# block 1

--- src/rtl/mul_logic_pipe.sv ---
// Multiply-then-combine pipeline: p = (a*b mod 2^WIDTH) op c, STAGES register stages deep,
// with valid/ready handshaking and a global stall whenever the output is held.
module mul_logic_pipe #(
  parameter int unsigned WIDTH  = 16,
  parameter int unsigned STAGES = 1
) (
  input  logic             clk,
  input  logic             rst,
  input  logic             in_valid,
  output logic             in_ready,
  input  logic [WIDTH-1:0] a,
  input  logic [WIDTH-1:0] b,
  input  logic [WIDTH-1:0] c,
  input  logic [1:0]       op,
  output logic [WIDTH-1:0] p,
  output logic             out_valid,
  input  logic             out_ready
);

  localparam logic [1:0] OP_OR  = 2'b00;
  localparam logic [1:0] OP_AND = 2'b01;
  localparam logic [1:0] OP_XOR = 2'b10;

  // Combine step; ADD wraps because the sum is truncated to WIDTH bits
  function automatic logic [WIDTH-1:0] combine(input logic [WIDTH-1:0] m,
                                               input logic [WIDTH-1:0] cv,
                                               input logic [1:0]       mode);
    logic [WIDTH-1:0] r;
    case (mode)
      OP_OR:   r = m | cv;
      OP_AND:  r = m & cv;
      OP_XOR:  r = m ^ cv;
      default: r = m + cv;
    endcase
    return r;
  endfunction

  logic [STAGES-1:0] vld_q;
  logic              advance;
  logic [WIDTH-1:0]  m_c;

  assign advance   = !vld_q[STAGES-1] || out_ready;
  assign in_ready  = advance;
  assign out_valid = vld_q[STAGES-1];
  assign m_c       = a * b;

  // Valid bits shift as one with the data; bubbles travel as zeros
  always_ff @(posedge clk) begin
    if (rst) begin
      vld_q <= '0;
    end else if (advance) begin
      vld_q[0] <= in_valid;
      for (int i = 1; i < int'(STAGES); i++) begin
        vld_q[i] <= vld_q[i-1];
      end
    end
  end

  if (STAGES == 1) begin : g_single
    logic [WIDTH-1:0] res_q;

    always_ff @(posedge clk) begin
      if (rst) begin
        res_q <= '0;
      end else if (advance) begin
        res_q <= combine(m_c, c, op);
      end
    end

    assign p = res_q;
  end else begin : g_multi
    // Stage 0 holds the truncated product with its captured c/op; combine happens into stage 1
    logic [WIDTH-1:0] m_q;
    logic [WIDTH-1:0] c_q;
    logic [1:0]       op_q;
    logic [WIDTH-1:0] res_q [1:STAGES-1];

    always_ff @(posedge clk) begin
      if (rst) begin
        m_q  <= '0;
        c_q  <= '0;
        op_q <= '0;
        for (int i = 1; i < int'(STAGES); i++) begin
          res_q[i] <= '0;
        end
      end else if (advance) begin
        m_q      <= m_c;
        c_q      <= c;
        op_q     <= op;
        res_q[1] <= combine(m_q, c_q, op_q);
        for (int i = 2; i < int'(STAGES); i++) begin
          res_q[i] <= res_q[i-1];
        end
      end
    end

    assign p = res_q[STAGES-1];
  end

endmodule

--- config.mk ---
export PLATFORM = sky130hd
export DESIGN_NAME = mul_logic_pipe
export DESIGN_NICKNAME = d
export VERILOG_FILES = /design/src/rtl/mul_logic_pipe.sv
export SDC_FILE = /design/constraint.sdc
export NUM_CORES = 1
export LEC_CHECK = 0
export ABC_AREA = 1
export CAP_MARGIN = 20
export CORE_MARGIN = 4
export CORE_UTILIZATION = 60
export CTS_CLUSTER_DIAMETER = 150
export DETAILED_ROUTE_END_ITERATION = 8
export PLACE_DENSITY = 0.9
export SYNTH_ARGS = -nofsm -noshare
export SYNTH_HDL_FRONTEND = slang
export SYNTH_SLANG_ARGS = --single-unit
--- constraint.sdc ---
create_clock -name clk -period 10.5 [get_ports clk]
set_clock_uncertainty 0.15 [all_clocks]
set_input_delay 2.625 -clock clk [delete_from_list [all_inputs] [get_ports clk]]
set_output_delay 2.625 -clock clk [all_outputs]
set_load 0.01 [all_outputs]
==> run notes <==
flow finished, numbers: status complete, no violations, first-pass GRT wire length 27290 um, H-tree depth 1, Non-Filler Cell Area, Final 7204 um2, gpl congestion roughly 0.96, Clock Pin Slew Worst Setup and Hold Paths 0.06 ns, Syn Inst Count ~970, Mux area share 0%, ys async rst share 0%, largest net degree at the start of global routing 28, multi-input gates 637, most common logic cells in the final layout inv_1, nand2_1, fa_1, ha_1, clkdlybuf4s50_1, root buf cell clkbuf_8, yosys stat cell total 972, tap cells 136, Seq area share under 10%, Largest register FFs 16, final sequential cell count 17, yosys stat area about 6400 um2, DRT antenna net count 0, Pins Over Slew Limit 0, CP Launch Type primary input, CTS tree built, crit path kind in2reg, Commonest Layout Cell inv_1, Max Cap Viol 0, Area growth syn-to-layout 12.44%, dominant register cell dfxtp_1
==> worst paths after layout <==
check,cells after the start,endpoint,slack [ns],startpoint
max,30,p[13],1.42,b[1]
max reg2reg,6,p[7],8.58,out_valid
min reg2reg,2,p[7],0.33,p[7]
min,2,p[7],0.33,p[7]
==> per-layer routing <==
| layer | vias to the layer above | GRT usage (%) | share of wire (%) |
|---|---|---|---|
| li1 | 2975 | - | - |
| met3 | 44 | 1.793 | 6.0 |
| met5 | - | 0 | 0 |
| met1 | 2745 | 30.51 | 39 |
| met4 | 0 | 8.597 | 3.5 |
| met2 | 230 | 49.74 | 52 |
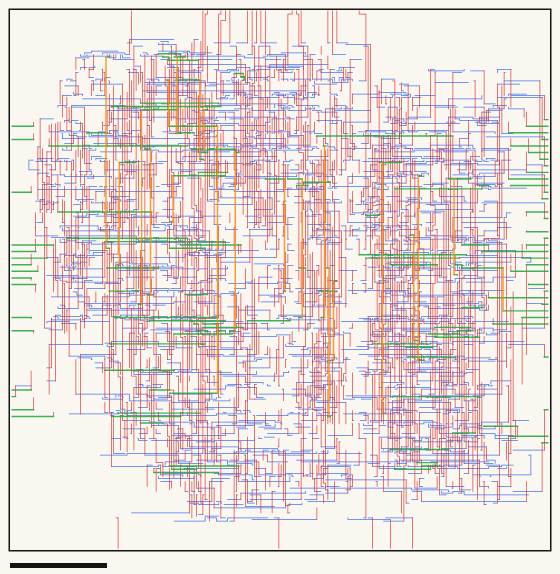
(block_1/metal_stack.png)
Scale bar: 20 um.
layer	color	wire length
met4	orange	556 um
met2	red	8200 um
met1	blue	6100 um
met3	green	951 um

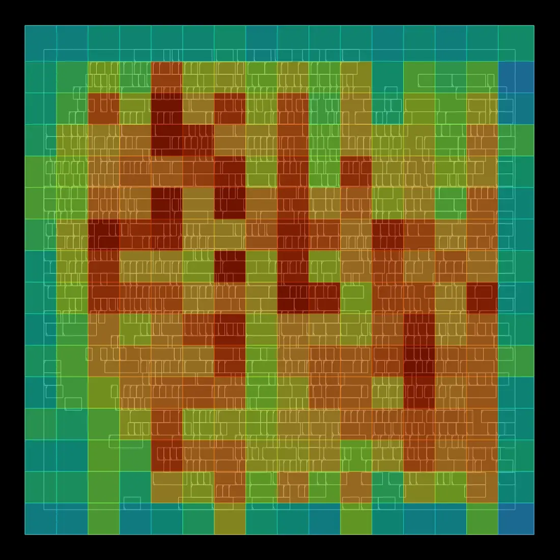
(block_1/final_congestion.png)
Finished Core Util: 69.47%
DR WL/cell: 13.67 um

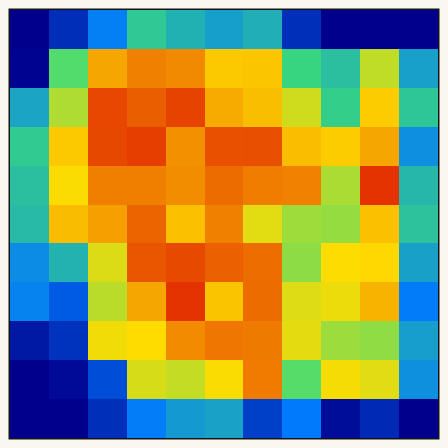
(block_1/density.png)
The die is cut into 11 by 11 equal tiles; dark blue is low, red is high, 0 to 100% covered.
tiles over 75% full	39%
nearly empty tiles	7.4%
mean over tiles	57%
emptiest ninth of the die	lower left
Starting Density: 61.79%
core box area: 10370 um2


# block 2

==> block_2/gate_families.png <==
Scale bar: 50 um.
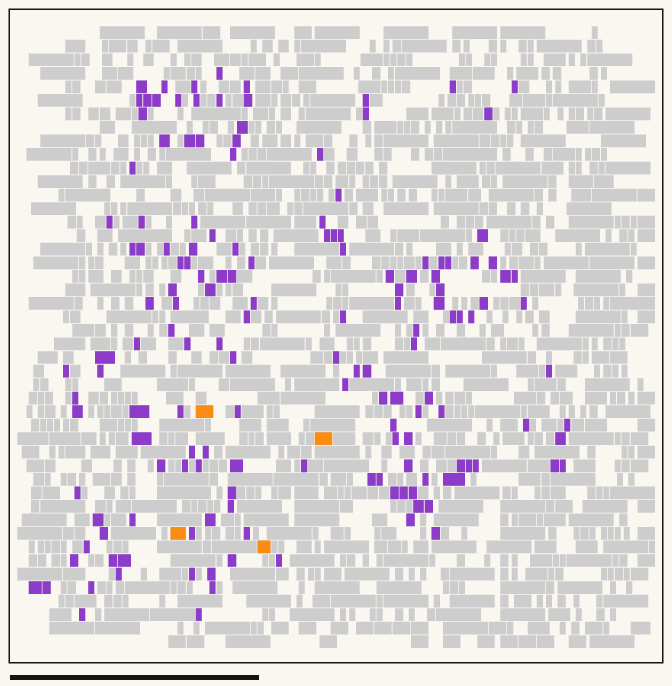
==> block_2/final_congestion.png <==
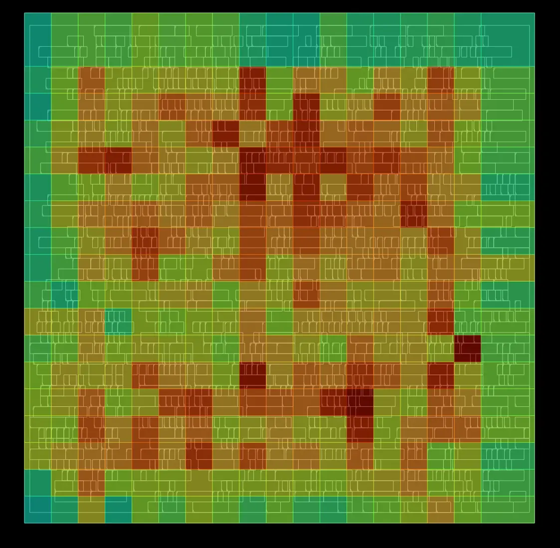
<file path="src/rtl/zone_classifier_pkg.sv">
// ---------------------------------------------------------------------------
// zone_classifier_pkg : shared state encoding and default sizing constants
// Rev 1.0
// ---------------------------------------------------------------------------
`default_nettype none

package zone_classifier_pkg;

  localparam int DEF_IMG_W     = 320;
  localparam int DEF_IMG_H     = 240;
  localparam int DEF_NUM_ZONES = 3;
  localparam int DEF_CNT_W     = 18;
  localparam int DEF_PERSIST   = 2;

  typedef enum logic [1:0] {
    ST_IDLE   = 2'd0,
    ST_ACCUM  = 2'd1,
    ST_EVAL   = 2'd2,
    ST_REPORT = 2'd3
  } state_t;

endpackage

`default_nettype wire

</file>
<file path="src/rtl/zone_accumulator.sv">
// ---------------------------------------------------------------------------
// zone_accumulator : maps a column to its vertical zone and keeps per-zone
// saturating target counters with a single read port.  Rev 1.0
// ---------------------------------------------------------------------------
`default_nettype none

module zone_accumulator
  import zone_classifier_pkg::*;
#(
  parameter int IMG_W     = DEF_IMG_W,
  parameter int NUM_ZONES = DEF_NUM_ZONES,
  parameter int CNT_W     = DEF_CNT_W,
  parameter int COL_W     = $clog2(DEF_IMG_W + 1),
  parameter int IDX_W     = $clog2(DEF_NUM_ZONES)
) (
  input  logic             clk,
  input  logic             rst_n,
  input  logic             clear,
  input  logic             hit,
  input  logic [COL_W-1:0] col,
  input  logic [IDX_W-1:0] rd_idx,
  output logic [CNT_W-1:0] rd_count
);

  localparam int ZONE_W = IMG_W / NUM_ZONES;

  logic [CNT_W-1:0] r_cnt [NUM_ZONES];
  int               w_zone_raw;
  logic [IDX_W-1:0] w_zone;

  // Last zone absorbs the columns left over by the integer division.
  assign w_zone_raw = int'(col) / ZONE_W;
  assign w_zone     = (w_zone_raw >= NUM_ZONES) ? IDX_W'(NUM_ZONES - 1) : IDX_W'(w_zone_raw);

  always_ff @(posedge clk or negedge rst_n) begin
    if (!rst_n) begin
      for (int i = 0; i < NUM_ZONES; i++) r_cnt[i] <= '0;
    end else begin
      for (int i = 0; i < NUM_ZONES; i++) begin
        if (clear)
          r_cnt[i] <= '0;
        else if (hit && (w_zone == IDX_W'(i)) && (r_cnt[i] != '1))
          r_cnt[i] <= r_cnt[i] + 1'b1;
      end
    end
  end

  assign rd_count = r_cnt[rd_idx];

endmodule

`default_nettype wire

</file>
<file path="src/rtl/zone_classifier.sv">
// ---------------------------------------------------------------------------
// zone_classifier : per-frame target pixel counting, busiest-zone selection
// and debounced detection flag.  Rev 1.0
// ---------------------------------------------------------------------------
`default_nettype none

module zone_classifier
  import zone_classifier_pkg::*;
#(
  parameter int IMG_W     = DEF_IMG_W,
  parameter int IMG_H     = DEF_IMG_H,
  parameter int NUM_ZONES = DEF_NUM_ZONES,
  parameter int CNT_W     = DEF_CNT_W,
  parameter int PERSIST   = DEF_PERSIST
) (
  input  logic                         clk,
  input  logic                         rst_n,
  input  logic                         vsync,
  input  logic                         href,
  input  logic                         pix_valid,
  input  logic                         is_target,
  input  logic [CNT_W-1:0]             threshold,
  output logic                         frame_valid,
  output logic                         detected,
  output logic [$clog2(NUM_ZONES)-1:0] zone_idx,
  output logic [CNT_W-1:0]             total_count,
  output logic                         frame_err
);

  localparam int ZW = $clog2(NUM_ZONES);
  localparam int CW = $clog2(IMG_W + 1);
  localparam int RW = $clog2(IMG_H + 1);
  localparam int PW = $clog2(PERSIST + 1);

  state_t           r_state, w_state_nxt;
  logic             r_vsync_q, r_href_q;
  logic [CW-1:0]    r_col;
  logic [RW-1:0]    r_row;
  logic [CNT_W-1:0] r_total, r_thr, r_best_cnt, w_zone_cnt;
  logic [ZW-1:0]    r_eval_idx, r_best_idx;
  logic [PW-1:0]    r_pcnt;
  logic             w_vs_rise, w_href_fall, w_count_en, w_hit, w_above;
  logic             w_acc_clear, w_accum_en, w_eval_start, w_report, w_err;

  assign w_vs_rise   = vsync & ~r_vsync_q;
  assign w_href_fall = r_href_q & ~href;
  assign w_count_en  = w_accum_en & href & pix_valid & (r_col < CW'(IMG_W));
  assign w_hit       = w_count_en & is_target;
  assign w_above     = (r_total > r_thr);

  always_ff @(posedge clk or negedge rst_n) begin
    if (!rst_n) begin
      r_state   <= ST_IDLE;
      r_vsync_q <= 1'b0;
      r_href_q  <= 1'b0;
    end else begin
      r_state   <= w_state_nxt;
      r_vsync_q <= vsync;
      r_href_q  <= href;
    end
  end

  always_comb begin
    w_state_nxt  = r_state;
    w_acc_clear  = 1'b0;
    w_accum_en   = 1'b0;
    w_eval_start = 1'b0;
    w_report     = 1'b0;
    w_err        = 1'b0;
    case (r_state)
      ST_IDLE: begin
        if (w_vs_rise) begin
          w_state_nxt = ST_ACCUM;
          w_acc_clear = 1'b1;
        end
      end
      ST_ACCUM: begin
        if (w_vs_rise) begin
          w_acc_clear = 1'b1;
          w_err       = 1'b1;
        end else begin
          w_accum_en = 1'b1;
          if (w_href_fall && (r_row == RW'(IMG_H - 1))) begin
            w_state_nxt  = ST_EVAL;
            w_eval_start = 1'b1;
          end
        end
      end
      ST_EVAL: begin
        if (r_eval_idx == ZW'(NUM_ZONES - 1)) w_state_nxt = ST_REPORT;
      end
      default: begin
        w_report    = 1'b1;
        w_state_nxt = ST_IDLE;
      end
    endcase
  end

  // Column counter parks at IMG_W so over-long rows cannot wrap it.
  always_ff @(posedge clk or negedge rst_n) begin
    if (!rst_n) begin
      r_col   <= '0;
      r_row   <= '0;
      r_total <= '0;
    end else if (w_acc_clear) begin
      r_col   <= '0;
      r_row   <= '0;
      r_total <= '0;
    end else if (w_accum_en) begin
      if (href && pix_valid) begin
        if (r_col != CW'(IMG_W)) r_col <= r_col + 1'b1;
        if (w_hit && (r_total != '1)) r_total <= r_total + 1'b1;
      end else if (w_href_fall) begin
        r_col <= '0;
        r_row <= r_row + 1'b1;
      end
    end
  end

  zone_accumulator #(
    .IMG_W     (IMG_W),
    .NUM_ZONES (NUM_ZONES),
    .CNT_W     (CNT_W),
    .COL_W     (CW),
    .IDX_W     (ZW)
  ) u_zone_acc (
    .clk      (clk),
    .rst_n    (rst_n),
    .clear    (w_acc_clear),
    .hit      (w_hit),
    .col      (r_col),
    .rd_idx   (r_eval_idx),
    .rd_count (w_zone_cnt)
  );

  // Strict compare keeps the lower index on ties.
  always_ff @(posedge clk or negedge rst_n) begin
    if (!rst_n) begin
      r_eval_idx <= '0;
      r_best_cnt <= '0;
      r_best_idx <= '0;
      r_thr      <= '0;
    end else if (w_eval_start) begin
      r_eval_idx <= '0;
      r_best_cnt <= '0;
      r_best_idx <= '0;
      r_thr      <= threshold;
    end else if (r_state == ST_EVAL) begin
      if (w_zone_cnt > r_best_cnt) begin
        r_best_cnt <= w_zone_cnt;
        r_best_idx <= r_eval_idx;
      end
      r_eval_idx <= r_eval_idx + 1'b1;
    end
  end

  always_ff @(posedge clk or negedge rst_n) begin
    if (!rst_n) begin
      frame_valid <= 1'b0;
      frame_err   <= 1'b0;
      detected    <= 1'b0;
      zone_idx    <= '0;
      total_count <= '0;
      r_pcnt      <= '0;
    end else begin
      frame_valid <= w_report;
      frame_err   <= w_err;
      if (w_report) begin
        total_count <= r_total;
        if (w_above) zone_idx <= r_best_idx;
        if (w_above != detected) begin
          if ((r_pcnt + 1'b1) == PW'(PERSIST)) begin
            detected <= ~detected;
            r_pcnt   <= '0;
          end else begin
            r_pcnt <= r_pcnt + 1'b1;
          end
        end else begin
          r_pcnt <= '0;
        end
      end
    end
  end

endmodule

`default_nettype wire

</file>
<file path="config.mk">
export PLATFORM = sky130hd
export DESIGN_NAME = zone_classifier
export DESIGN_NICKNAME = d
export VERILOG_FILES = /design/src/rtl/zone_classifier_pkg.sv /design/src/rtl/zone_accumulator.sv /design/src/rtl/zone_classifier.sv
export SDC_FILE = /design/constraint.sdc
export NUM_CORES = 1
export LEC_CHECK = 0
export ABC_AREA = 1
export CORE_UTILIZATION = 60
export DETAILED_ROUTE_END_ITERATION = 12
export GPL_ROUTABILITY_DRIVEN = 0
export PLACE_DENSITY_LB_ADDON = 0.05
export SLEW_MARGIN = 0
export SYNTH_ARGS = -nofsm -noshare
export SYNTH_HDL_FRONTEND = slang
export SYNTH_SLANG_ARGS = --single-unit
export TNS_END_PERCENT = 30
</file>
<file path="constraint.sdc">
create_clock -name clk -period 6.95 [get_ports clk]
set_input_delay 0.695 -clock clk [delete_from_list [all_inputs] [get_ports clk]]
set_output_delay 0.695 -clock clk [all_outputs]
set_load 0.01 [all_outputs]
</file>
==> run notes <==
flow finished, numbers: CTS tree built, Worst path max stage delay around 0.64 ns, status complete, no violations, dominant register cell dfrtp_1, Fmax between 200 and 300 MHz, nature of the critical path endpoint flip-flop, Vias per Instance 5.670, first-pass GRT wire length around 40000 um, largest net degree at the start of global routing 93, power share of the combinational group between 20% and 30%, total power between 2 and 3 mW, Comb group around 0.73 mW, register area 3954 um2, Buf/Inv on CP 3, share of cells above drive strength 1 roughly 7%, Power Clock 0.988 mW, endpoints failing setup 0, die area between 15000 and 20000 um2, Fin Hold WS 0.3337 ns, Yosys cell types roughly 54, Final WS setup 3.196 ns, RSZ-0062 raised after global routing no, WP data arrival 4.07 ns, Area growth syn-to-layout 11.65%, number of non-clock inverters about 180, count leader, synth nand2_1, multi-input gates slightly above 900, yosys simple share just under 30%, DRT antenna net count 0, CP endpoint r_best_cnt[15], Compound Share, Synth 10.66%, Clock buf/inv share 5.575%, Placed Cells incl. Taps approximately 1500, final hold viol count 0, Top power group registers, clk_buf instances 24, yosys stat cell total 1294
Notes on block_2/gate_families.png above:
family	color	cells
AND-OR and OR-AND gates	orange	4
NOR gates	purple	154
Commonest Layout Cell: nand2_1
Comb area share: 45.95%
Non-Filler Instances: 1550

Notes on block_2/final_congestion.png above:
gr usage total: 30.07%
DR WL/cell: 15.76 um
Finished Core Util: 69.46%
met3 usage: 7.410%

[sequential cells by signal (all words and copies together) (netlist names)]
signal,count
frame_valid,1
r_best_cnt,18
r_row,8
r_total,18
r_state,2
r_vsync_q,1
zone_idx,2
r_col,9
frame_err,1
r_thr,18
detected,1
u_zone_acc.r_cnt,54
r_best_idx,2
r_eval_idx,2
r_pcnt,2
total_count,18
r_href_q,1
[metal layers]
metal	vias to the layer above	share of wire, %
met1	4128	47
met3	43	6.7
met5	-	0.053
met4	2	1.7
li1	4337	-
met2	278	45

# block 3

===== config.mk =====
export PLATFORM = sky130hd
export DESIGN_NAME = t_ff_mod_counter
export DESIGN_NICKNAME = d
export VERILOG_FILES = /design/src/rtl/t_ff_pkg.sv /design/src/rtl/t_ff_stage.sv /design/src/rtl/t_ff_mod_counter.sv
export SDC_FILE = /design/constraint.sdc
export NUM_CORES = 1
export LEC_CHECK = 0
export CORE_AREA = 2 2 39 41
export CTS_BUF_LIST = sky130_fd_sc_hd__clkbuf_8
export DETAILED_ROUTE_END_ITERATION = 10
export DIE_AREA = 0 0 41 43
export DONT_BUFFER_PORTS = 1
export PLACE_DENSITY = 0.53
export SLEW_MARGIN = 30
export SYNTH_ARGS = -nofsm -noshare
export SYNTH_HDL_FRONTEND = slang
export SYNTH_SLANG_ARGS = --single-unit

===== constraint.sdc =====
create_clock -name clk -period 2.25 [get_ports clk]
set_clock_uncertainty 0.2 [all_clocks]
set_input_delay 0.225 -clock clk [delete_from_list [all_inputs] [get_ports clk]]
set_output_delay 0.225 -clock clk [all_outputs]
set_load 0.02 [all_outputs]

===== src/rtl/t_ff_pkg.sv =====
// Shared defaults and count type for the T flip-flop modulus counter.
package t_ff_pkg;

  localparam int DEFAULT_WIDTH   = 4;
  localparam int DEFAULT_MODULUS = 10;

  typedef logic [DEFAULT_WIDTH-1:0] count_t;

endpackage


===== src/rtl/t_ff_stage.sv =====
// Single T flip-flop stage: toggles when t is high, synchronous reset to 0.
module t_ff_stage (
  input  logic clk,
  input  logic rst,
  input  logic t,
  output logic q
);

  always_ff @(posedge clk) begin
    if (rst) begin
      q <= 1'b0;
    end else if (t) begin
      q <= ~q;
    end
  end

endmodule


===== src/rtl/t_ff_mod_counter.sv =====
// Up/down modulus counter whose state lives in a chain of T flip-flops;
// next state is turned into a per-bit toggle mask.
module t_ff_mod_counter
  import t_ff_pkg::*;
#(
  parameter int WIDTH   = DEFAULT_WIDTH,
  parameter int MODULUS = DEFAULT_MODULUS
) (
  input  logic             clk,
  input  logic             rst,
  input  logic             en,
  input  logic             up,
  input  logic             load,
  input  logic [WIDTH-1:0] load_val,
  output logic [WIDTH-1:0] q,
  output logic             tc,
  output logic             wrap
);

  // One extra bit so MODULUS == 2**WIDTH still compares correctly.
  localparam logic [WIDTH:0]   MOD_EXT = (WIDTH+1)'(MODULUS);
  localparam logic [WIDTH-1:0] MAX_VAL = WIDTH'(MODULUS - 1);

  logic [WIDTH-1:0] stage_q;
  logic [WIDTH-1:0] q_d;
  logic [WIDTH-1:0] t_mask;
  logic [WIDTH-1:0] load_clamped;
  logic             wrap_q;

  always_comb begin
    load_clamped = ({1'b0, load_val} >= MOD_EXT) ? MAX_VAL : load_val;
  end

  always_comb begin
    q_d = stage_q;
    if (load) begin
      q_d = load_clamped;
    end else if (en) begin
      if (up) begin
        q_d = (stage_q == MAX_VAL) ? '0 : stage_q + WIDTH'(1);
      end else begin
        q_d = (stage_q == '0) ? MAX_VAL : stage_q - WIDTH'(1);
      end
    end
  end

  assign t_mask = stage_q ^ q_d;

  for (genvar gi = 0; gi < WIDTH; gi++) begin : g_stage
    t_ff_stage u_stage (
      .clk (clk),
      .rst (rst),
      .t   (t_mask[gi]),
      .q   (stage_q[gi])
    );
  end

  assign tc = en & ~load & ((up & (stage_q == MAX_VAL)) | (~up & (stage_q == '0)));

  always_ff @(posedge clk) begin
    if (rst) begin
      wrap_q <= 1'b0;
    end else begin
      wrap_q <= tc;
    end
  end

  assign q    = stage_q;
  assign wrap = wrap_q;

endmodule


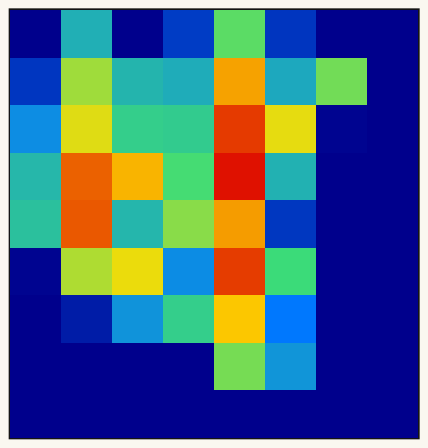
(block_3/density.png)
The die is cut into 8 by 9 equal tiles; dark blue is low, red is high, 0 to 100% covered.
fullest tile	98%
tiles over 75% full	13%
emptiest ninth of the die	lower left
mean over tiles	29%

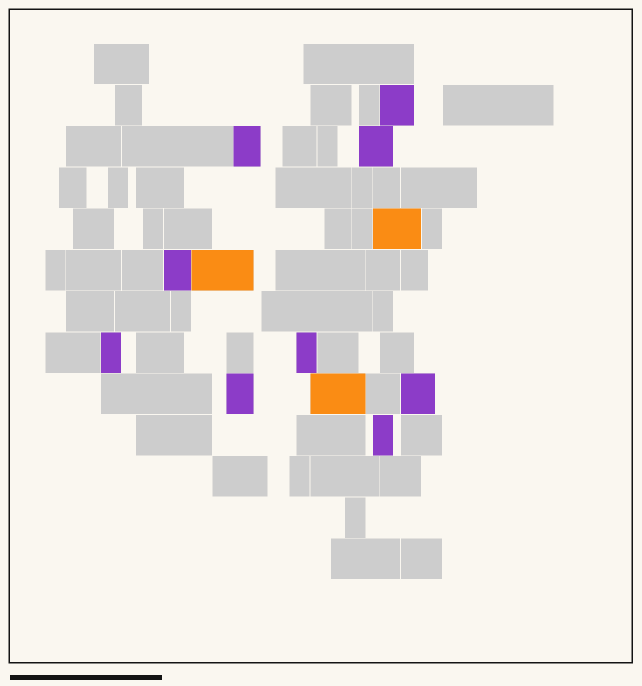
(block_3/gate_families.png)
Scale bar: 10 um.
family	color	cells
NOR gates	purple	9
AND-OR and OR-AND gates	orange	3
Non-Filler Instances: 79
Comb area share: 51.16%

==> run notes <==
flow finished, numbers: final WL around 1100 um, Area growth syn-to-layout 23.56%, vias in the first global route 447, H-tree depth 1, Starting Density 31.46%, Compound Share, Synth 27.30%, total power around 0.35 mW, cts repair resizes 0, Syn Inst Count about 56, Insertion Delay late pin 0.23 ns, dominant register cell dfxtp_1, Std-Cell Rows 14, status complete, no violations, CP required around 1.8 ns, first-pass GRT wire length between 1500 and 2000 um, Final WS setup between 0.2 and 0.3 ns, hold buffer count at CTS 6, logic area roughly 280 um2, syn_area_per_cell ~8 um2, cell count of the worst reg-to-reg path 6, CTS sink cnt 5, ys async rst share 0%, Fillers ~150, FF-to-FF End wrap, yosys stat area ~440 um2, Largest register FFs 4, gr usage total roughly 15%, CP endpoint tc, adder share around 8.6%, CTS max path bufs 2, met2 WL 555 um, largest net degree at the start of global routing 11, Setup Buffers After CTS 0, PD cells 647.1 nW/um2, Mux area share 0%, Clock Pin Slew Worst Setup and Hold Paths ~0.04 ns, Post-DP HPWL ~800 um, Post-Syn Area around 440 um2, shortest period the worst path allows a little under 2 ns, xor/xnor share under 10%, post-synth top area share between 20% and 30%, DRC 0, Min-Delay Endpoint g_stage[1].u_stage.q, met1 Use GR between 10% and 20%, chip height 43 um, reg-to-reg startpoint g_stage[0].u_stage.q, cell repeated most along the worst path nor2b_1, Buf/Inv on CP 1, Pins Over Slew Limit 0, Congestion Overflow GR 0, DRT antenna net count 0, register share after synthesis 22.99%, DR WL/cell 13.73 um, gpl congestion about 0.76, top cells, area dfxtp_1, buf_4, ha_1, Vias per Instance between 5 and 6, die area 1763 um2, Yosys cell types 26, Fmax 507.3 MHz, Finished Core Util 38.88%
==> layout make-up <==
cell class / count / area share [%]
multi-input cells: 40 / 51.16
clock inverters: 1 / 0.6977
flip-flops and latches: 5 / 18.60
repair buffers: 8 / 13.95
well taps: 16 / 3.721
inverters: 6 / 4.186
clock buffers: 3 / 7.674
==> power breakdown <==
group / internal [mW] / total [mW] / leakage (nW) / switching, mW
registers: 0.0951 / 0.108 / 0.0412 / 0.0132
logic: 0.0362 / 0.0713 / 0.161 / 0.0352
clock network: 0.118 / 0.168 / 0.0269 / 0.0510

# block 4

==> block_4/density.png <==
The die is cut into 10 by 10 equal tiles; dark blue is low, red is high, 0 to 100% covered.
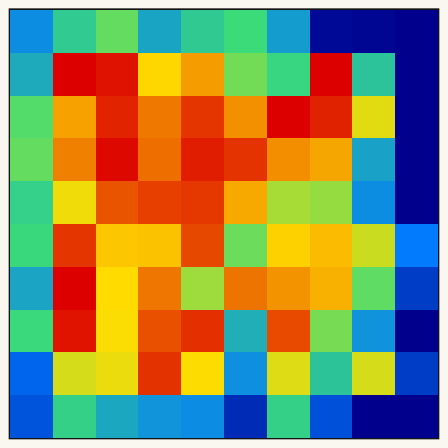
==> block_4/metal_stack.png <==
Scale bar: 20 um.
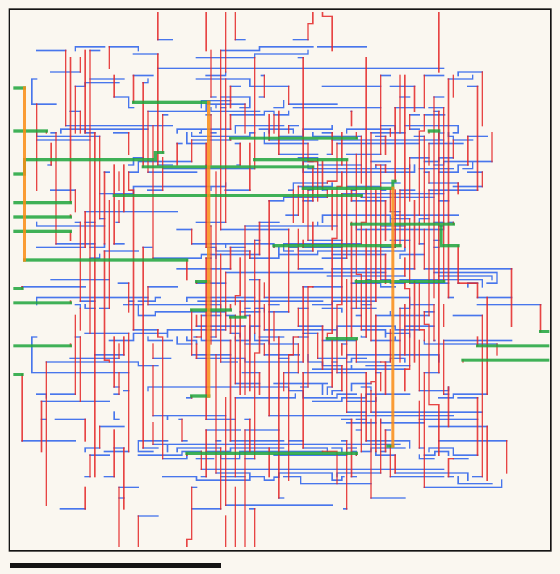
File: config.mk
export PLATFORM = sky130hd
export DESIGN_NAME = demux_1by8_sync
export DESIGN_NICKNAME = d
export VERILOG_FILES = /design/src/rtl/mux_pkg.sv /design/src/rtl/lane_decoder.sv /design/src/rtl/demux_1by8_sync.sv
export SDC_FILE = /design/constraint.sdc
export NUM_CORES = 1
export LEC_CHECK = 0
export CAP_MARGIN = 10
export CORE_MARGIN = 2
export CORE_UTILIZATION = 56
export CTS_BUF_LIST = sky130_fd_sc_hd__clkbuf_8
export DETAILED_ROUTE_END_ITERATION = 12
export GPL_TIMING_DRIVEN = 0
export PLACE_DENSITY_LB_ADDON = 0.25
export SYNTH_ARGS = -nofsm -noshare
export SYNTH_HDL_FRONTEND = slang
export SYNTH_SLANG_ARGS = --single-unit
File: constraint.sdc
create_clock -name clk -period 5.1 [get_ports clk]
set_input_delay 1.02 -clock clk [delete_from_list [all_inputs] [get_ports clk]]
set_output_delay 1.02 -clock clk [all_outputs]
set_load 0.02 [all_outputs]
File: src/rtl/mux_pkg.sv
// mux_pkg
//   Types and constants shared by the demux/mux family of blocks.
//   state_e   : collector FSM states (COLLECT accepting beats, HOLD presenting a frame)
//   MODE_ADDR : lane chosen by the explicit address input
//   MODE_SCAN : lane chosen by the internal scan pointer
package mux_pkg;

   typedef enum logic {
      COLLECT = 1'b0,
      HOLD    = 1'b1
   } state_e;

   localparam logic MODE_ADDR = 1'b0;
   localparam logic MODE_SCAN = 1'b1;

endpackage : mux_pkg

File: src/rtl/lane_decoder.sv
// lane_decoder
//   Combinational one-hot write-strobe generator for demux-style blocks.
//   Ports:
//     idx_i    [SEL_W-1:0]  lane index
//     en_i                  strobe enable; all strobes low when 0
//     strobe_o [N-1:0]      one-hot strobe, bit idx_i set when enabled
module lane_decoder #(
   parameter int N     = 8,
   parameter int SEL_W = $clog2(N)
) (
   input  logic [SEL_W-1:0] idx_i,
   input  logic             en_i,
   output logic [N-1:0]     strobe_o
);

   always_comb begin
      strobe_o = '0;
      if (en_i) begin
         strobe_o[idx_i] = 1'b1;
      end
   end

endmodule : lane_decoder

File: src/rtl/demux_1by8_sync.sv
// demux_1by8_sync
//   Registered 1-to-N demultiplexer / serial-to-parallel collector. Single-bit
//   beats are steered to a lane chosen by sel (addressed mode) or by an internal
//   scan pointer (auto-scan mode). Once every lane has been written the word is
//   presented on data_out with a frame_valid/frame_ready handshake.
//   Ports:
//     clk, rst     clock, synchronous active-high reset
//     data_in      serial bit
//     in_valid     beat qualifier for data_in/sel/mode
//     in_ready     beat accepted when in_valid & in_ready
//     sel          lane address (addressed mode only)
//     mode         0 = addressed, 1 = auto-scan; sampled on first beat of a frame
//     data_out     assembled word, bit i = lane i
//     lane_mask    lanes written in the current frame
//     frame_valid  data_out holds a complete frame
//     frame_ready  consumer takes the frame
module demux_1by8_sync
   import mux_pkg::*;
#(
   parameter int N     = 8,
   parameter int SEL_W = $clog2(N)
) (
   input  logic             clk,
   input  logic             rst,
   input  logic             data_in,
   input  logic             in_valid,
   output logic             in_ready,
   input  logic [SEL_W-1:0] sel,
   input  logic             mode,
   output logic [N-1:0]     data_out,
   output logic [N-1:0]     lane_mask,
   output logic             frame_valid,
   input  logic             frame_ready
);

   state_e             state_q, state_d;
   logic [SEL_W-1:0]   ptr_q,   ptr_d;
   logic               mode_q,  mode_d;
   logic [N-1:0]       mask_q,  mask_d;
   logic [N-1:0]       data_q,  data_d;

   logic               accept;
   logic               first_beat;
   logic               eff_mode;
   logic [SEL_W-1:0]   lane;
   logic [N-1:0]       strobe;
   logic               frame_done;

   assign accept     = in_valid & in_ready;
   assign first_beat = (mask_q == '0);
   // The live mode input only matters on the opening beat; afterwards the
   // latched copy steers the rest of the frame.
   assign eff_mode   = first_beat ? mode : mode_q;
   assign lane       = (eff_mode == MODE_SCAN) ? ptr_q : sel;
   assign frame_done = accept & ((mask_q | strobe) == '1);

   lane_decoder #(
      .N     (N),
      .SEL_W (SEL_W)
   ) u_lane_decoder (
      .idx_i    (lane),
      .en_i     (accept),
      .strobe_o (strobe)
   );

   // State register
   always_ff @(posedge clk) begin
      if (rst) begin
         state_q <= COLLECT;
         ptr_q   <= '0;
         mode_q  <= MODE_ADDR;
         mask_q  <= '0;
         data_q  <= '0;
      end else begin
         state_q <= state_d;
         ptr_q   <= ptr_d;
         mode_q  <= mode_d;
         mask_q  <= mask_d;
         data_q  <= data_d;
      end
   end

   // Next-state logic
   always_comb begin
      state_d = state_q;
      ptr_d   = ptr_q;
      mode_d  = mode_q;
      mask_d  = mask_q;
      data_d  = data_q;
      unique case (state_q)
         COLLECT: begin
            if (accept) begin
               if (first_beat) begin
                  mode_d = mode;
               end
               if (eff_mode == MODE_SCAN) begin
                  ptr_d = ptr_q + SEL_W'(1);
               end
               // Overwriting an already-written lane leaves the mask unchanged,
               // so repeats earn no completion credit.
               mask_d = mask_q | strobe;
               data_d = (data_q & ~strobe) | ({N{data_in}} & strobe);
               if (frame_done) begin
                  state_d = HOLD;
               end
            end
         end
         HOLD: begin
            // Lanes keep the last frame; only the bookkeeping restarts.
            if (frame_ready) begin
               state_d = COLLECT;
               mask_d  = '0;
               ptr_d   = '0;
            end
         end
         default: state_d = COLLECT;
      endcase
   end

   // Outputs
   always_comb begin
      in_ready    = (state_q == COLLECT) & ~rst;
      frame_valid = (state_q == HOLD);
      data_out    = data_q;
      lane_mask   = mask_q;
   end

endmodule : demux_1by8_sync

==> run notes <==
flow finished, numbers: share of cells above drive strength 1 between 6 and 7%, synth warn 0, routed wl met3 roughly 220 um, total power 0.3435 mW, dominant register cell dfxtp_1, Syn Inst Count 159, shortest period the worst path allows about 3.4 ns, Worst-Margin Slew 0.9986 ns, met2 WL 1516 um, vias in the first global route between 1000 and 1500, CTS Buf Count 3, tap cells 28, most common logic cells in the final layout nor2_1, clkdlybuf4s50_1, dfxtp_1, a21oi_1, mux2i_1, status complete, no violations, logic area about 770 um2, Clock buf/inv share between 2 and 3%, final sequential cell count 21, Insertion Delay late pin 0.26 ns, Registers, synthesis 21, Fin Hold WS between 0.4 and 0.5 ns, Pins Over Slew Limit 0, CP Launch Type primary input, CP Launch Point rst, Final WS setup around 1.7 ns, DRT antenna net count 0, CTS tree built, GRT busiest layer met2, worst-path fanout max 10, CP endpoint in_ready, clk_buf instances 3, PD cells between 200 and 250 nW/um2, Placed Cells incl. Taps approximately 210, Non-Filler Instances about 220, post-synth top area share approximately 34%, nature of the critical path endpoint primary output
Notes on block_4/density.png above:
densest ninth of the die	center
mean over tiles	59%
nearly empty tiles	10%
Starting Density: 57.67%
Finished Core Util: 72.49%
core box area: 2170 um2

Notes on block_4/metal_stack.png above:
layer	color	wire length
met1	blue	1440 um
met3	green	217 um
met2	red	1520 um
met4	orange	68.7 um

==> kinds of logic after synthesis <==
family,count (synthesis),share of synthesized area (%)
AND/OR/NAND/NOR,73,31.10
AND-OR/OR-AND,39,21.70
flip-flops,21,33.60
buffers and inverters,15,4.699
multiplexers,9,7.200
XOR/XNOR,1,0.7001
adder cells (fa/ha/maj),1,0.9998
==> where the power goes <==
part           switching [mW]  internal (mW)
Sequential            0.00473          0.168
Combinational          0.0382         0.0260
Clock                  0.0522         0.0545
==> critical path: stages <==
cell	delay, ns
clkbuf_1	0.29
clkbuf_1	0.41
nor2_1	0.08
clkdlybuf4s50_1	0.55

# block 5

===== config.mk =====
export PLATFORM = sky130hd
export DESIGN_NAME = dmux_nway_stream
export DESIGN_NICKNAME = d
export VERILOG_FILES = /design/src/rtl/dmux_nway_stream.sv
export SDC_FILE = /design/constraint.sdc
export NUM_CORES = 1
export LEC_CHECK = 0
export ABC_CLOCK_PERIOD_IN_PS = 4300
export CAP_MARGIN = 0
export CORE_UTILIZATION = 38
export CTS_CLUSTER_SIZE = 24
export DETAILED_ROUTE_END_ITERATION = 10
export PLACE_DENSITY = 0.69
export SLEW_MARGIN = 20
export SYNTH_ARGS = -nofsm -noshare
export SYNTH_HDL_FRONTEND = slang
export SYNTH_SLANG_ARGS = --single-unit

===== constraint.sdc =====
create_clock -name clk -period 4.3 [get_ports clk]
set_input_delay 0.86 -clock clk [delete_from_list [all_inputs] [get_ports clk]]
set_output_delay 0.86 -clock clk [all_outputs]
set_load 0.05 [all_outputs]

===== src/rtl/dmux_nway_stream.sv =====
// dmux_nway_stream: registered N-way valid/ready stream demultiplexer.
// Each output channel owns a one-entry register, so one stalled consumer
// never blocks traffic to the others. Words with an out-of-range select are
// accepted, discarded and counted in a saturating 8-bit counter.
// Optional feature: define DMUX_NWAY_BROADCAST_EN to add the in_bcast input,
// which loads one word into every channel at once.
module dmux_nway_stream #(
  parameter int unsigned WIDTH    = 16,
  parameter int unsigned CHANNELS = 4,
  localparam int unsigned SEL_W   = $clog2(CHANNELS)
) (
  input  logic                      clk,
  input  logic                      rst_n,
  input  logic                      in_valid,
  output logic                      in_ready,
  input  logic [WIDTH-1:0]          in_data,
  input  logic [SEL_W-1:0]          in_sel,
`ifdef DMUX_NWAY_BROADCAST_EN
  input  logic                      in_bcast,
`endif
  output logic [CHANNELS-1:0]       out_valid,
  input  logic [CHANNELS-1:0]       out_ready,
  output logic [CHANNELS*WIDTH-1:0] out_data,
  output logic [7:0]                drop_count
);

  localparam logic [7:0] DROP_MAX = 8'hFF;

  logic                             bcast;
  logic [CHANNELS-1:0]              can;
  logic [CHANNELS-1:0]              load;
  logic                             in_range;
  logic                             sel_can;
  logic                             accept;
  logic                             drop;
  logic [CHANNELS-1:0][WIDTH-1:0]   data_q;

`ifdef DMUX_NWAY_BROADCAST_EN
  assign bcast = in_bcast;
`else
  assign bcast = 1'b0;
`endif

  // Slice k of the packed register array sits at [k*WIDTH +: WIDTH].
  assign out_data = data_q;

  // Readiness, acceptance and per-channel load decode.
  always_comb begin
    can      = ~out_valid | out_ready;
    in_range = 32'(in_sel) < CHANNELS;
    // Out-of-range selects are always ready: the word is simply dropped.
    sel_can  = 1'b1;
    for (int k = 0; k < CHANNELS; k++) begin
      if (in_sel == SEL_W'(k)) sel_can = can[k];
    end
    in_ready = bcast ? (&can) : sel_can;
    accept   = in_valid & in_ready;
    drop     = accept & ~bcast & ~in_range;
    load     = '0;
    for (int k = 0; k < CHANNELS; k++) begin
      load[k] = accept & (bcast | (in_sel == SEL_W'(k)));
    end
  end

  // Channel registers: a fill wins over a drain on the same edge, so no bubble.
  always_ff @(posedge clk or negedge rst_n) begin
    if (!rst_n) begin
      out_valid <= '0;
      data_q    <= '0;
    end else begin
      for (int k = 0; k < CHANNELS; k++) begin
        out_valid[k] <= load[k] | (out_valid[k] & ~out_ready[k]);
        if (load[k]) data_q[k] <= in_data;
      end
    end
  end

  // Saturating count of words discarded for an out-of-range select.
  always_ff @(posedge clk or negedge rst_n) begin
    if (!rst_n) begin
      drop_count <= '0;
    end else if (drop && (drop_count != DROP_MAX)) begin
      drop_count <= drop_count + 8'd1;
    end
  end

endmodule


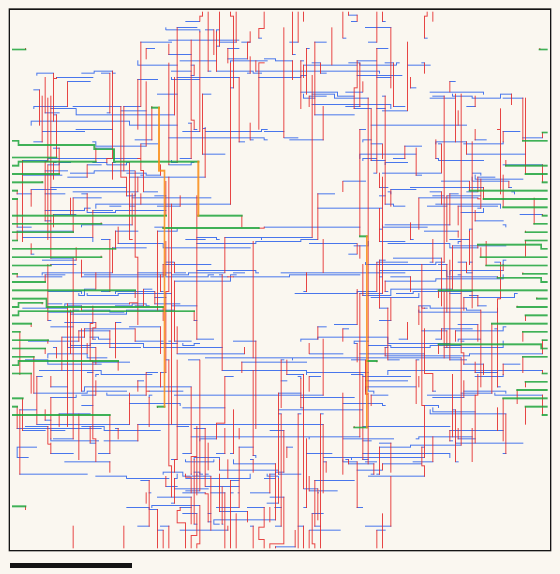
(block_5/metal_stack.png)
Scale bar: 20 um.
layer	color	wire length
met4	orange	90.0 um
met3	green	522 um
met2	red	2520 um
met1	blue	2720 um
gr usage total: 16.32%
final WL: 5850 um
DR WL/cell: 15.90 um
Vias: 1688

==> run notes <==
flow finished, numbers: status complete, no violations, RSZ-0062 raised after global routing no, Worst path max stage delay 0.72 ns, Fillers around 620, worst-path fanout max 4, drt first pass iters 4, post-synth top area share around 60%, Vias per Instance between 4 and 5, sw frac between 40% and 50%, count of library flops with an enable pin 0, Std-Cell Rows 31, yosys stat cell total 164, nonclk buf count around 96, chip height 88.40 um, comb area leader multiplexers, cell count of the worst reg-to-reg path 4, power share of the combinational group ~44%, yosys stat area 2836 um2, Min-Delay Path Depth 1, Worst-Margin Slew 0.6569 ns, CTS sink cnt around 68, tap cells ~100, Placed Area between 3000 and 4000 um2, Yosys cell types 18, total tool warning count 26, cell repeated most along the worst path clkdlybuf4s50_1, Die Wd ~88 um, io pins between 100 and 150, CTS max path bufs 2, dominant register cell dfrtp_1, core box area around 7000 um2, Hold Path Class reg2reg, xor/xnor share 0%, reg-to-reg startpoint out_valid[2], shortest period the worst path allows ~3.6 ns, maximum vdd drop about 0.00028 V, Post-DP HPWL 3886 um, Setup Buffers After CTS 0, post-route setup TNS 0 ns, Starting Density between 30% and 40%
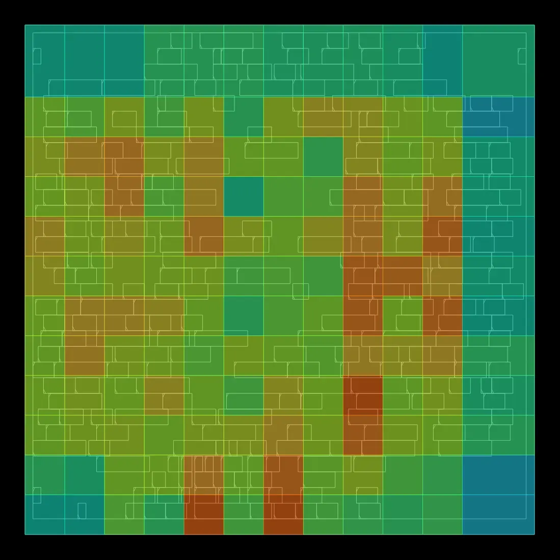
(block_5/final_congestion.png)
met1 Use GR: 22.71%
met3 usage: 5.877%
GRT busiest layer: met2
Finished Core Util: 54.75%
met2 usage: 22.94%

## final timing paths
check	to	slack, ns
hold / removal	out_data[6]	0.50
min in group asynchronous	out_data[60]	0.54
setup reg to reg	out_data[35]	2.40
setup / recovery	in_ready	0.72
hold reg to reg	out_data[6]	0.50
max in group asynchronous	out_data[35]	2.79
## per-layer routing
layer  wire length [um]  vias up
li1                   -      759
met2               2519       72
met5                  0        -
met1               2719      849
met3                521        8
met4                 90        0
## flip-flops by register name, summed over array words and instances (netlist names)
register and count:
out_valid 4, out_data 64

# block 6

File: config.mk
export PLATFORM = sky130hd
export DESIGN_NAME = outport_allocator_flat
export DESIGN_NICKNAME = d
export VERILOG_FILES = /design/src/rtl/router_pkg.sv /design/src/rtl/outport_allocator_if.sv /design/src/rtl/rr_arbiter.sv /design/src/rtl/outport_allocator.sv /design/src/flat_wrapper.sv
export SDC_FILE = /design/constraint.sdc
export NUM_CORES = 1
export LEC_CHECK = 0
export CORE_MARGIN = 3
export CORE_UTILIZATION = 43
export DETAILED_ROUTE_END_ITERATION = 16
export PLACE_DENSITY = 0.7
export SETUP_SLACK_MARGIN = 0.3
export SLEW_MARGIN = 10
export SYNTH_ARGS = -nofsm -noshare
export SYNTH_HDL_FRONTEND = slang
export SYNTH_SLANG_ARGS = --single-unit
File: constraint.sdc
create_clock -name i_clk -period 6.7 [get_ports i_clk]
set_input_delay 1.34 -clock i_clk [delete_from_list [all_inputs] [get_ports i_clk]]
set_output_delay 1.34 -clock i_clk [all_outputs]
set_load 0.02 [all_outputs]
File: src/rtl/router_pkg.sv
// Shared router types and constants: port enumeration, allocator FSM states,
// and the round-robin pointer helper used by outport_allocator.
package router_pkg;

   localparam int NUM_OF_PORTS = 5;
   localparam int CNT_W        = 16;
   localparam int PTR_W        = $clog2(NUM_OF_PORTS);

   typedef enum logic [PTR_W-1:0] {
      LOCAL = 3'd0,
      NORTH = 3'd1,
      EAST  = 3'd2,
      SOUTH = 3'd3,
      WEST  = 3'd4
   } PORT_T;

   typedef enum logic {
      A_IDLE,
      A_LOCKED
   } ALLOC_STATE_T;

   // Pointer successor modulo NUM_OF_PORTS; the ports are not a power of two.
   function automatic logic [PTR_W-1:0] ptr_inc(input logic [PTR_W-1:0] p);
      return (p == PTR_W'(NUM_OF_PORTS - 1)) ? '0 : p + 1'b1;
   endfunction

endpackage

File: src/rtl/outport_allocator_if.sv
// Request/ack bundle between the Switch crossbar (master) and the per-output
// allocator (slave). o_grant_cnt carries data only with OUTPORT_ALLOC_STATS_EN.
interface outport_allocator_if;
   import router_pkg::*;

   logic [NUM_OF_PORTS-1:0] i_outport_req [NUM_OF_PORTS];
   logic [NUM_OF_PORTS-1:0] i_out_ready;
   logic [NUM_OF_PORTS-1:0] i_tail_sent;
   logic [NUM_OF_PORTS-1:0] o_outport_ack [NUM_OF_PORTS];
   logic [NUM_OF_PORTS-1:0] o_out_busy;
   logic [CNT_W-1:0]        o_grant_cnt   [NUM_OF_PORTS];

   modport master (
      output i_outport_req, i_out_ready, i_tail_sent,
      input  o_outport_ack, o_out_busy, o_grant_cnt
   );

   modport slave (
      input  i_outport_req, i_out_ready, i_tail_sent,
      output o_outport_ack, o_out_busy, o_grant_cnt
   );

endinterface

File: src/rtl/rr_arbiter.sv
// Combinational round-robin arbiter: first set request at or after i_ptr,
// wrapping modulo NUM_OF_PORTS. Reused for output and VC allocation.
module rr_arbiter
   import router_pkg::*;
(
   input  logic [NUM_OF_PORTS-1:0] i_req,
   input  logic [PTR_W-1:0]        i_ptr,
   output logic [NUM_OF_PORTS-1:0] o_grant,
   output logic [PTR_W-1:0]        o_idx,
   output logic                    o_valid
);

   always_comb begin
      // NOTE: every combinational output gets a default first so no path infers a latch.
      o_grant = '0;
      o_idx   = '0;
      o_valid = 1'b0;
      for (int k = 0; k < NUM_OF_PORTS; k++) begin
         int               j;
         logic [PTR_W-1:0] w_pos;
         j = int'(i_ptr) + k;
         if (j >= NUM_OF_PORTS) j = j - NUM_OF_PORTS;
         w_pos = PTR_W'(j);
         if (!o_valid && i_req[w_pos]) begin
            o_valid        = 1'b1;
            o_grant[w_pos] = 1'b1;
            o_idx          = w_pos;
         end
      end
   end

endmodule

File: src/rtl/outport_allocator.sv
// Per-output wormhole switch allocator: each output locks to one input from
// head to tail. Optional grant counters/assertion under OUTPORT_ALLOC_STATS_EN.
module outport_allocator
   import router_pkg::*;
(
   input  logic                i_clk,
   input  logic                i_rst_n,
   outport_allocator_if.slave  bus
);

   for (genvar o = 0; o < NUM_OF_PORTS; o++) begin : g_out
      ALLOC_STATE_T            r_state, w_state_nxt;
      logic [PTR_W-1:0]        r_owner, w_owner_nxt;
      logic [PTR_W-1:0]        r_ptr, w_ptr_nxt;
      logic [NUM_OF_PORTS-1:0] r_ack, w_ack_nxt;
      logic [NUM_OF_PORTS-1:0] w_grant;
      logic [PTR_W-1:0]        w_win;
      logic                    w_valid;
      logic                    w_busy;

      rr_arbiter u_arb (
         .i_req   (bus.i_outport_req[o]),
         .i_ptr   (r_ptr),
         .o_grant (w_grant),
         .o_idx   (w_win),
         .o_valid (w_valid)
      );

      always_ff @(posedge i_clk or negedge i_rst_n) begin
         if (!i_rst_n) begin
            r_state <= A_IDLE;
            r_owner <= '0;
            r_ptr   <= '0;
            r_ack   <= '0;
         end else begin
            // NOTE: state registers use non-blocking assignments so every flop samples pre-edge values.
            r_state <= w_state_nxt;
            r_owner <= w_owner_nxt;
            r_ptr   <= w_ptr_nxt;
            r_ack   <= w_ack_nxt;
         end
      end

      always_comb begin
         w_state_nxt = r_state;
         w_owner_nxt = r_owner;
         w_ptr_nxt   = r_ptr;
         w_ack_nxt   = r_ack;
         case (r_state)
            A_IDLE: begin
               if (bus.i_out_ready[o] && w_valid) begin
                  w_state_nxt = A_LOCKED;
                  w_owner_nxt = w_win;
                  w_ptr_nxt   = ptr_inc(w_win);
                  w_ack_nxt   = w_grant;
               end else begin
                  w_ack_nxt   = '0;
               end
            end
            A_LOCKED: begin
               // Release wins over any pending request; arbitration resumes from A_IDLE.
               if (bus.i_tail_sent[o] || !bus.i_outport_req[o][r_owner]) begin
                  w_state_nxt = A_IDLE;
                  w_ack_nxt   = '0;
               end
            end
            default: begin
               w_state_nxt = A_IDLE;
               w_ack_nxt   = '0;
            end
         endcase
      end

      always_comb begin
         w_busy = (r_state == A_LOCKED);
      end

      assign bus.o_outport_ack[o] = r_ack;
      assign bus.o_out_busy[o]    = w_busy;

`ifdef OUTPORT_ALLOC_STATS_EN
      logic [CNT_W-1:0] r_cnt;

      always_ff @(posedge i_clk or negedge i_rst_n) begin
         if (!i_rst_n) begin
            r_cnt <= '0;
         end else if (r_state == A_IDLE && w_state_nxt == A_LOCKED && r_cnt != '1) begin
            r_cnt <= r_cnt + 1'b1;
         end
      end

      assign bus.o_grant_cnt[o] = r_cnt;

      a_ack_onehot0 : assert property (@(posedge i_clk) disable iff (!i_rst_n) $onehot0(r_ack));
`else
      assign bus.o_grant_cnt[o] = '0;
`endif
   end

endmodule

File: src/flat_wrapper.sv
// flat-port wrapper written by rule: the top's interface ports become plain ports
module outport_allocator_flat import router_pkg::*;
  (i_clk, i_rst_n, bus_i_outport_req, bus_i_out_ready, bus_i_tail_sent, bus_o_outport_ack, bus_o_out_busy, bus_o_grant_cnt);
  outport_allocator_if bus_i ();
  input  logic i_clk;
  input  logic i_rst_n;
  input wire logic [$bits(bus_i.i_outport_req)-1:0] bus_i_outport_req;
  input wire logic [$bits(bus_i.i_out_ready)-1:0] bus_i_out_ready;
  input wire logic [$bits(bus_i.i_tail_sent)-1:0] bus_i_tail_sent;
  output wire logic [$bits(bus_i.o_outport_ack)-1:0] bus_o_outport_ack;
  output wire logic [$bits(bus_i.o_out_busy)-1:0] bus_o_out_busy;
  output wire logic [$bits(bus_i.o_grant_cnt)-1:0] bus_o_grant_cnt;
  assign bus_i.i_outport_req = {>>{bus_i_outport_req}};
  assign bus_i.i_out_ready = bus_i_out_ready;
  assign bus_i.i_tail_sent = bus_i_tail_sent;
  assign bus_o_outport_ack = {>>{bus_i.o_outport_ack}};
  assign bus_o_out_busy = bus_i.o_out_busy;
  assign bus_o_grant_cnt = {>>{bus_i.o_grant_cnt}};
  outport_allocator u_core (.i_clk(i_clk), .i_rst_n(i_rst_n), .bus(bus_i));
endmodule
==> run notes <==
flow finished, numbers: Hold Path Class reg2reg, Pins Over Slew Limit 0, register share after synthesis between 15 and 20%, status complete, no violations, antenna diode count 0, Congestion Overflow GR 0, CTS Buf Count 9, chip height around 150 um, worst slack, placed about 1.8 ns, FF-to-FF End u_core.g_out[3].r_ptr[0], die area roughly 24000 um2, share of cells above drive strength 1 between 6 and 7%, Top Layer Used met4, met1 wire length 11800 um, most common logic cells in the final layout nand2_1, nor2_1, conb_1, inv_1, a21oi_1, met2 WL ~12000 um, Yosys cell types between 80 and 90, count of library flops with an enable pin 0, Post-Syn Area ~9500 um2, xor/xnor share around 2.3%, Area growth syn-to-layout 8.090%, cell repeated most along the worst path inv_1, Die Wd approximately 150 um
## registers in the layout, indices dropped and copies added, names as in the netlist
name                  cells
u_core.g_out.r_ack       25
u_core.g_out.r_owner     15
u_core.g_out.r_ptr       15
u_core.g_out.r_state      5
## layout make-up
cell class / instances / area [um2]
clock buffers: 9 / 225.2
clock inverters: 7 / 123.9
fillers: 2072 / 11100
inverters: 74 / 277.8
multi-input cells: 1063 / 7149
flip-flops and latches: 60 / 1501
well taps: 275 / 344.1
repair buffers: 71 / 693.2
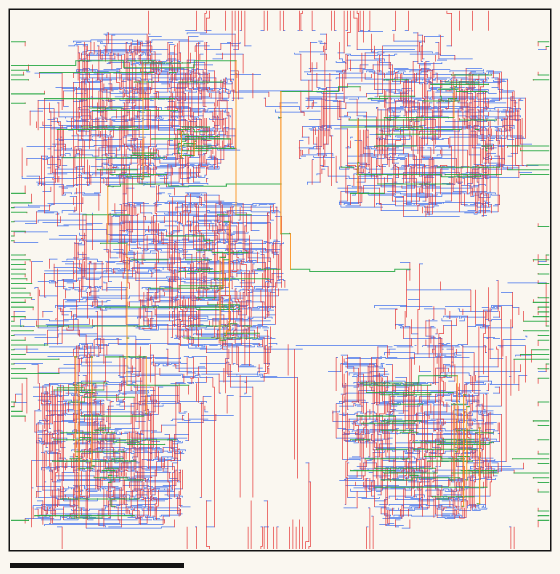
(block_6/metal_stack.png)
Scale bar: 50 um.
layer	color	wire length
met3	green	2310 um
met4	orange	525 um
met2	red	11600 um
met1	blue	11800 um
gr usage total: 21.09%
DR WL/cell: 16.82 um

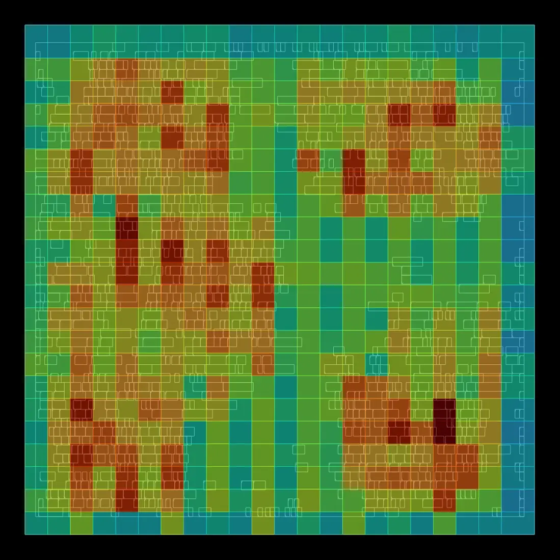
(block_6/final_congestion.png)
met1 Use GR: 30.79%
met3 usage: 3.255%



==> notes/layouts.md <==
Pictures saved along the way, in no particular order.

Clock wires, drivers and flops.
image #1
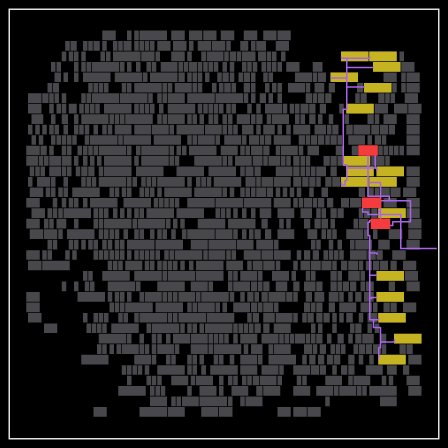
image #2
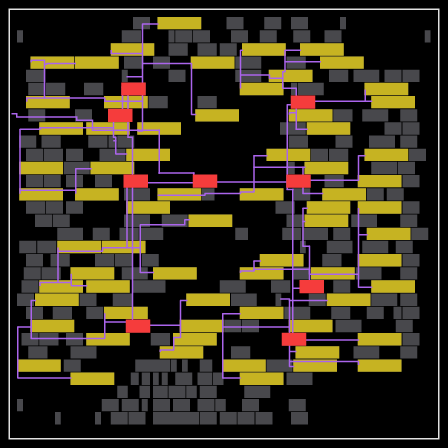
image #3
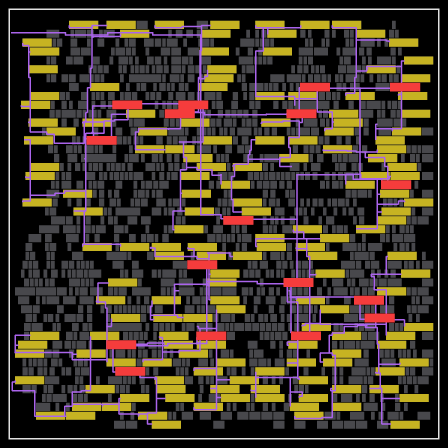
image #4
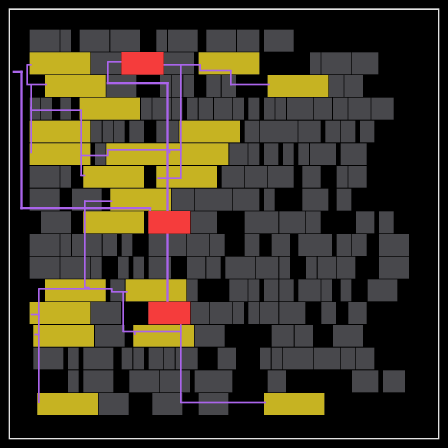
image #5
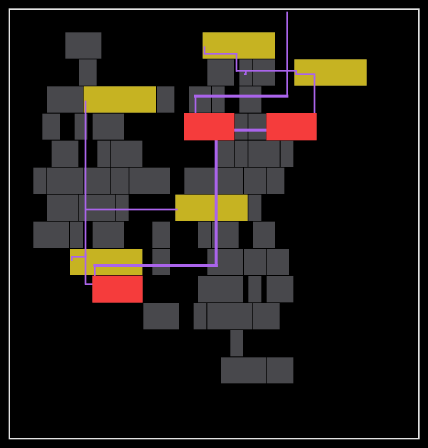
image #6
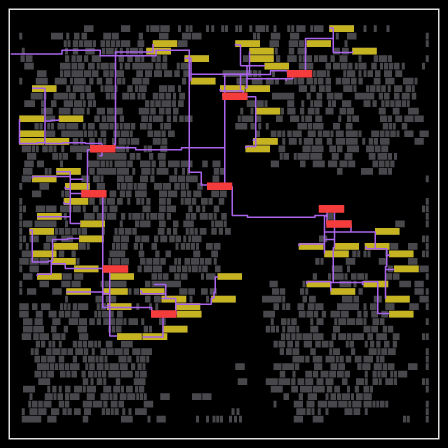
For block 1, see image #1.
For block 5, see image #2.
For block 2, see image #3.
For block 6, see image #6.
For block 3, see image #5.
For block 4, see image #4.
Of these, fewest sequential cells: image #5
Of these, most sequential cells: image #3

Power is estimated from default activity; no workload was simulated.
